=== alu_step_sequencer ===
Fig. 1: alu_step_sequencer, wiring heat map
The bar under the picture is 10 µm long. 10 x 10 tiles, from dark blue (low) to red (high), scaled to the fullest tile. Values are wire area over tile area, all layers added.
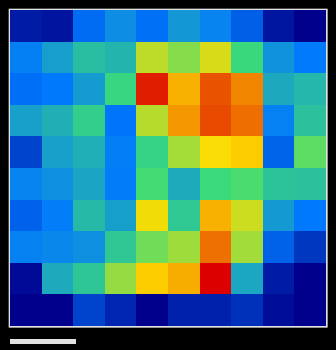

File: config.mk
export PLATFORM = sky130hd
export DESIGN_NAME = alu_step_sequencer
export DESIGN_NICKNAME = d
export VERILOG_FILES = /design/src/rtl/alu_seq_pkg.sv /design/src/rtl/alu_seq_decode.sv /design/src/rtl/alu_step_sequencer.sv
export SDC_FILE = /design/constraint.sdc
export NUM_CORES = 1
export LEC_CHECK = 0
export ABC_AREA = 1
export CAP_MARGIN = 10
export CORE_MARGIN = 1
export CORE_UTILIZATION = 45
export CTS_CLUSTER_DIAMETER = 150
export DETAILED_ROUTE_END_ITERATION = 6
export GPL_ROUTABILITY_DRIVEN = 0
export PLACE_DENSITY_LB_ADDON = 0.08
export SYNTH_ARGS = -nofsm -noshare
export SYNTH_HDL_FRONTEND = slang
export SYNTH_SLANG_ARGS = --single-unit
File: constraint.sdc
create_clock -name CLKb -period 2.2 [get_ports CLKb]
set_input_delay 0.22 -clock CLKb [delete_from_list [all_inputs] [get_ports CLKb]]
set_output_delay 0.22 -clock CLKb [all_outputs]
set_load 0.01 [all_outputs]
File: src/rtl/alu_seq_pkg.sv
// Shared types and opcode map for the ALU step sequencer.
package alu_seq_pkg;

    // FSM T-states; ERR is a single-cycle reject of an unsupported opcode.
    typedef enum logic [2:0] {
        IDLE,
        T1,
        T2,
        T3,
        ERR
    } state_t;

    // Opcode field INSTR[9:6]; doubles as the ALU function code.
    localparam logic [3:0] OP_LOAD = 4'b0000;
    localparam logic [3:0] OP_COPY = 4'b0001;
    localparam logic [3:0] OP_ADD  = 4'b0010;
    localparam logic [3:0] OP_SUB  = 4'b0011;
    localparam logic [3:0] OP_NEG  = 4'b0100;
    localparam logic [3:0] OP_NOT  = 4'b0101;
    localparam logic [3:0] OP_AND  = 4'b0110;
    localparam logic [3:0] OP_OR   = 4'b0111;
    localparam logic [3:0] OP_XOR  = 4'b1000;
    localparam logic [3:0] OP_SHL  = 4'b1001;
    localparam logic [3:0] OP_SHR  = 4'b1010;
    localparam logic [3:0] OP_ASR  = 4'b1011;
    localparam logic [3:0] OP_ADDI = 4'b1100;
    localparam logic [3:0] OP_SUBI = 4'b1101;

    // Step-pattern class: which T-state sequence an opcode follows.
    typedef enum logic [2:0] {
        CL_L,    // load immediate into G, then write Rx
        CL_S,    // shift Ry through G, then write Rx
        CL_U,    // unary on Ry via A, idle-bus G capture, write Rx
        CL_B,    // binary Rx op Ry: Ry into A, Rx on bus into G, write Rx
        CL_I,    // immediate into A, Rx on bus into G, write Rx
        CL_BAD   // unsupported opcode
    } opclass_t;

endpackage

File: src/rtl/alu_seq_decode.sv
// Combinational opcode -> step-pattern class lookup.
module alu_seq_decode
    import alu_seq_pkg::*;
(
    input  logic [3:0] opcode,
    output opclass_t   opclass
);

    // Map each opcode to its sequence class; 1110/1111 fall to CL_BAD.
    always_comb begin
        opclass = CL_BAD;
        case (opcode)
            OP_LOAD:                                 opclass = CL_L;
            OP_SHL, OP_SHR, OP_ASR:                  opclass = CL_S;
            OP_COPY, OP_NEG, OP_NOT:                 opclass = CL_U;
            OP_ADD, OP_SUB, OP_AND, OP_OR, OP_XOR:   opclass = CL_B;
            OP_ADDI, OP_SUBI:                        opclass = CL_I;
            default:                                 opclass = CL_BAD;
        endcase
    end

endmodule

File: src/rtl/alu_step_sequencer.sv
// Multi-cycle control FSM for the 10-bit datapath. Controls are a Moore
// decode of {state, IR}: they settle after posedge and are captured by the
// datapath on the following negedge.
module alu_step_sequencer
    import alu_seq_pkg::*;
#(
    parameter int NREGS = 8,
    parameter int FN_W  = 4
) (
    input  logic             CLKb,
    input  logic             RSTb,
    input  logic             EXEC,
    input  logic [9:0]       INSTR,
    output logic [FN_W-1:0]  FN,
    output logic             Ain,
    output logic             Gin,
    output logic             Gout,
    output logic [NREGS-1:0] Rin,
    output logic [NREGS-1:0] Rout,
    output logic             Extern,
    output logic             Busy,
    output logic             Done,
    output logic             Err
);

    state_t         state, state_nx;
    logic [9:0]     ir;
    opclass_t       ir_cl, in_cl;
    logic [NREGS-1:0] rx_oh, ry_oh;

    // Class of the incoming word decides T1 vs ERR at accept time;
    // class of the latched word drives the step pattern.
    alu_seq_decode u_dec_in (.opcode(INSTR[9:6]), .opclass(in_cl));
    alu_seq_decode u_dec_ir (.opcode(ir[9:6]),    .opclass(ir_cl));

    assign rx_oh = NREGS'(1) << ir[5:3];
    assign ry_oh = NREGS'(1) << ir[2:0];

    // State register and instruction latch; IR loads only on an IDLE accept.
    always_ff @(posedge CLKb or negedge RSTb) begin
        if (!RSTb) begin
            state <= IDLE;
            ir    <= '0;
        end else begin
            state <= state_nx;
            if (state == IDLE && EXEC)
                ir <= INSTR;
        end
    end

    // Next-state and control decode; at most one bus driver per state.
    always_comb begin
        state_nx = state;
        FN       = '0;
        Ain      = 1'b0;
        Gin      = 1'b0;
        Gout     = 1'b0;
        Rin      = '0;
        Rout     = '0;
        Extern   = 1'b0;
        Done     = 1'b0;
        Err      = 1'b0;
        Busy     = (state != IDLE);
        case (state)
            IDLE: begin
                if (EXEC)
                    state_nx = (in_cl == CL_BAD) ? ERR : T1;
            end
            T1: begin
                FN       = FN_W'(ir[9:6]);
                state_nx = T2;
                case (ir_cl)
                    CL_L:       begin Extern = 1'b1; Gin = 1'b1; end
                    CL_S:       begin Rout = ry_oh;  Gin = 1'b1; end
                    CL_U, CL_B: begin Rout = ry_oh;  Ain = 1'b1; end
                    CL_I:       begin Extern = 1'b1; Ain = 1'b1; end
                    default:    state_nx = IDLE;
                endcase
            end
            T2: begin
                FN = FN_W'(ir[9:6]);
                case (ir_cl)
                    CL_L, CL_S: begin
                        Gout = 1'b1; Rin = rx_oh; Done = 1'b1;
                        state_nx = IDLE;
                    end
                    // Unary result is already in A's path; bus stays undriven.
                    CL_U: begin
                        Gin = 1'b1;
                        state_nx = T3;
                    end
                    CL_B, CL_I: begin
                        Rout = rx_oh; Gin = 1'b1;
                        state_nx = T3;
                    end
                    default: state_nx = IDLE;
                endcase
            end
            T3: begin
                FN   = FN_W'(ir[9:6]);
                Gout = 1'b1;
                Rin  = rx_oh;
                Done = 1'b1;
                state_nx = IDLE;
            end
            ERR: begin
                Done = 1'b1;
                Err  = 1'b1;
                state_nx = IDLE;
            end
            default: state_nx = IDLE;
        endcase
    end

endmodule
=== instruction_fetch ===
--- config.mk ---
export PLATFORM = sky130hd
export DESIGN_NAME = instruction_fetch
export DESIGN_NICKNAME = d
export VERILOG_FILES = /design/src/rtl/instruction_fetch.sv
export SDC_FILE = /design/constraint.sdc
export NUM_CORES = 1
export LEC_CHECK = 0
export CAP_MARGIN = 10
export CORE_MARGIN = 5
export CORE_UTILIZATION = 30
export DETAILED_ROUTE_END_ITERATION = 10
export HOLD_SLACK_MARGIN = 0.05
export PLACE_DENSITY_LB_ADDON = 0.15
export SETUP_SLACK_MARGIN = 0.1
export SYNTH_ARGS = -nofsm -noshare
export SYNTH_HDL_FRONTEND = slang
export SYNTH_SLANG_ARGS = --single-unit
--- constraint.sdc ---
create_clock -name clk -period 10.63 [get_ports clk]
set_clock_uncertainty 0.1 [all_clocks]
set_input_delay 2.126 -clock clk [delete_from_list [all_inputs] [get_ports clk]]
set_output_delay 2.126 -clock clk [all_outputs]
set_load 0.05 [all_outputs]
--- src/rtl/instruction_fetch.sv ---
// Instruction fetch stage: program counter, word reads to instruction memory,
// and a 2-entry {pc, instr} queue feeding the decoder over valid/ready.
module instruction_fetch #(
  parameter logic [31:0] RESET_PC  = 32'h0000_0000,
  parameter logic [31:0] NOP_INSTR = 32'h0000_0013
) (
  input  logic        clk,
  input  logic        rst_n,
  output logic        imem_req,
  output logic [31:0] imem_addr,
  input  logic [31:0] imem_rdata,
  input  logic        redirect_valid,
  input  logic [31:0] redirect_pc,
  output logic        out_valid,
  input  logic        out_ready,
  output logic [31:0] out_instr,
  output logic [31:0] out_pc
);

  logic [31:0] fetch_pc;
  logic [31:0] inflight_pc;
  logic        inflight;
  logic [31:0] q_pc    [2];
  logic [31:0] q_instr [2];
  logic [1:0]  count;
  logic        wr_ptr;
  logic        rd_ptr;
  logic        pop;
  logic        push;
  logic [2:0]  occupancy;

  // Requests are throttled so that every response is guaranteed a free slot.
  always_comb begin
    out_valid = (count != 2'd0) && !redirect_valid;
    pop       = out_valid && out_ready;
    push      = inflight && !redirect_valid;
    occupancy = {1'b0, count} + {2'b00, inflight} - {2'b00, pop};
    imem_req  = !redirect_valid && (occupancy < 3'd2);
    imem_addr = fetch_pc;
    out_instr = NOP_INSTR;
    out_pc    = 32'h0000_0000;
    if (out_valid) begin
      out_instr = q_instr[rd_ptr];
      out_pc    = q_pc[rd_ptr];
    end
  end

  always_ff @(posedge clk or negedge rst_n) begin
    if (!rst_n) begin
      fetch_pc    <= RESET_PC;
      inflight_pc <= 32'h0000_0000;
      inflight    <= 1'b0;
      count       <= 2'd0;
      wr_ptr      <= 1'b0;
      rd_ptr      <= 1'b0;
    end else if (redirect_valid) begin
      fetch_pc <= {redirect_pc[31:2], 2'b00};
      inflight <= 1'b0;
      count    <= 2'd0;
      wr_ptr   <= 1'b0;
      rd_ptr   <= 1'b0;
    end else begin
      inflight <= imem_req;
      if (imem_req) begin
        fetch_pc    <= fetch_pc + 32'd4;
        inflight_pc <= fetch_pc;
      end
      if (push) wr_ptr <= ~wr_ptr;
      if (pop)  rd_ptr <= ~rd_ptr;
      case ({push, pop})
        2'b10:   count <= count + 2'd1;
        2'b01:   count <= count - 2'd1;
        default: count <= count;
      endcase
    end
  end

  // Queue storage is pure datapath; occupancy alone decides validity.
  always_ff @(posedge clk) begin
    if (push) begin
      q_pc[wr_ptr]    <= inflight_pc;
      q_instr[wr_ptr] <= imem_rdata;
    end
  end

endmodule
Fig. 2: instruction_fetch, ports around the boundary
The bar under the picture is 50 µm long. Pins as bars across the die edge, other pins in grey.
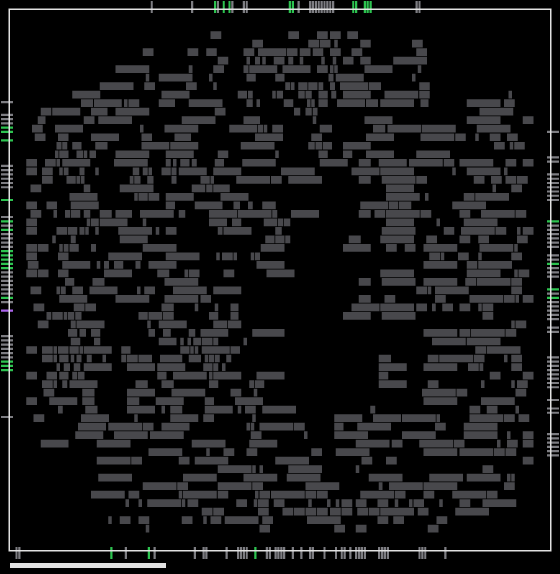
legend:
  redirect_valid:
    colour: purple
    pins: 1
    direction: input
    edge: left
  imem_addr:
    colour: green
    pins: 32
    direction: output
    edge: 15 left, 10 top, 4 right, 3 bottom
all pins by edge: 50 right, 46 left, 42 bottom, 28 top
height of the die: 173 µm
horizontal die dimension: 173 µm

==> results.py, instruction_fetch <==
# Generated from Yosys and OpenROAD reports
metrics = {
    "pwr": {
        "clock_power_uw": 609,
        "p_comb_share_pct": 22.3,
        "internal-power_mw": 1.42,
        "p_total_mw": 2.08,
    },
    "status": {
        "run_status": "completed",
    },
    "grt": {
        "track_usage_pct": 12.8,
        "grt_pass1_wl_um": 30200,
        "grt_util_met2_pct": 20.8,
    },
    "cells_and_area": {
        "antennaDiodeCount": 0,
        "largest_register_ffs": 64,
        "comb_area_share_pct": 22.9,
        "seq-cell-share_pct": 51.8,
        "layout_cell_share_with_drive_strength_beyond_1_pct": 10.8,
    },
    "run": {
        "max-cap-violations": 0,
    },
    "final_timing": {
        "worst_pin_slew_ps": 1090,
        "report.final.hold_viol_count": 0,
    },
    "placed_design": {
        "post-place-cells": 1033,
        "detailed_place_hpwl_um": 12300,
    },
    "route": {
        "route.detailed.vias_per_inst": 4.60,
        "wl_met2_um": 9140,
    },
    "setup_path": {
        "critPathArrivalTime_ps": 5900,
        "critPathCapture": "imem_req",
    },
    "clock_network": {
        "ctsRootBufferMaster": "sky130_fd_sc_hd__clkbuf_16",
    },
    "die": {
        "rows": 59,
    },
    "logic_synthesis": {
        "ys_area_um2": 7930,
    },
}
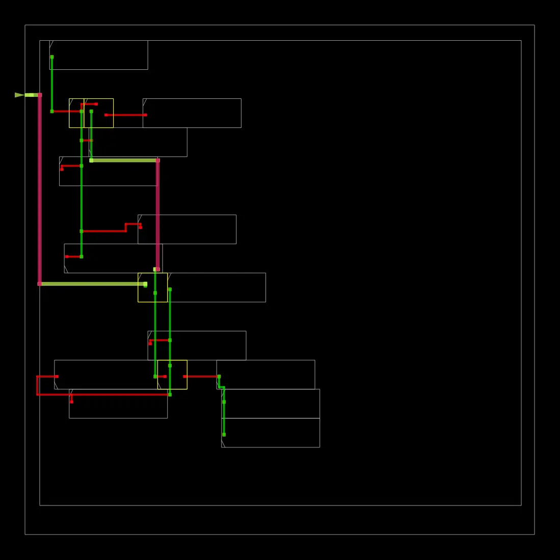
Fig. 3. Clock nets (alu_step_sequencer).
total of clock buffers placed in the layout: 4
number of clock sinks: 13
Max Clock Skew: 0.252 ps
Worst-Skew Late Latency: 260 ps

## Picture notes: Fig. 1
mean over tiles: 0.19
tiles over half the peak: 28%
nearly empty tiles: 6.0%
fullest tile: 0.49
vias: 1119
final WL: 2670 µm
wire length per cell: 12.8 µm
GRT Util Overall: 22.6%

==> results.py, alu_step_sequencer <==
# Generated from Yosys and OpenROAD reports
metrics = {
    "logic_synthesis": {
        "xor_share_pct": 0,
        "ys_area_um2": 940,
        "synth_async_sr_flop_share_pct": 100,
        "top_logic_kind": "simple AND/OR/NAND/NOR gates",
        "synth-compound-area-share_pct": 18.2,
    },
    "status": {
        "run_status": "finished with violations",
        "violations": "setup timing",
    },
    "cells_and_area": {
        "dominant-cell-class": "multi-input combinational cells",
        "layout_area_growth_over_synthesis_pct": 57.5,
    },
    "clock_network": {
        "ctsRootBufferMaster": "sky130_fd_sc_hd__clkbuf_4",
        "post_cts_resize_count": 12,
        "h-tree-depth": 1,
    },
    "setup_path": {
        "worst_r2r_path_depth": 7,
    },
    "die": {
        "core_um2": 1960,
    },
    "final_timing": {
        "finalSetupViolations": 1,
        "final-max-slew-violation-count": 0,
        "min_clock_period_post_route_ps": 2230,
        "worst_slack_ps": -30.1,
    },
    "route": {
        "detail_route.drc_violations": 0,
    },
    "pwr": {
        "power.share.switching_pct": 49.2,
        "sequentialPower_uw": 486,
        "comb-power_mw": 1.15,
    },
    "grt": {
        "antenna_violations_before_repair": 0,
        "grtUsageMet3_pct": 3.02,
    },
}

==> screenshots <==
Metal 1.
(a)
The bar under the picture is 50 µm long.
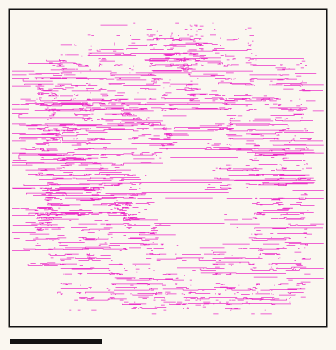
(b)
The bar under the picture is 10 µm long.
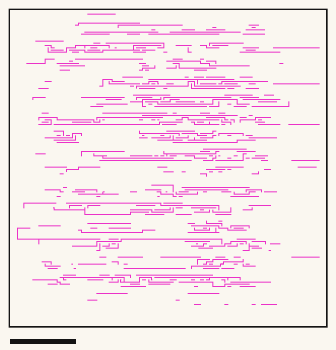
(a) is instruction_fetch.
(b) is alu_step_sequencer.



## Gallery

Sequential cells grouped by signal name.
picture 1
The bar under the picture is 10 µm long.
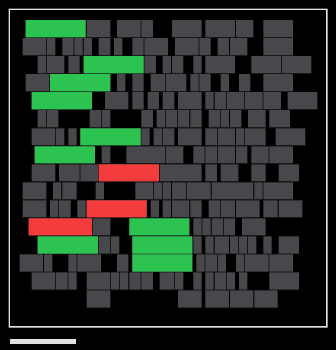
picture 2
The bar under the picture is 50 µm long.
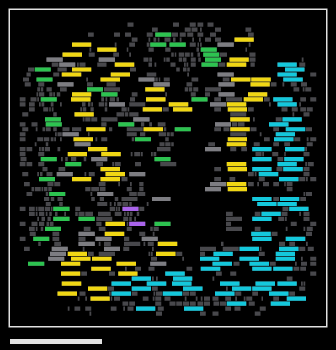
- instruction_fetch = picture 2
- alu_step_sequencer = picture 1

Power is estimated from default activity; no workload was simulated.
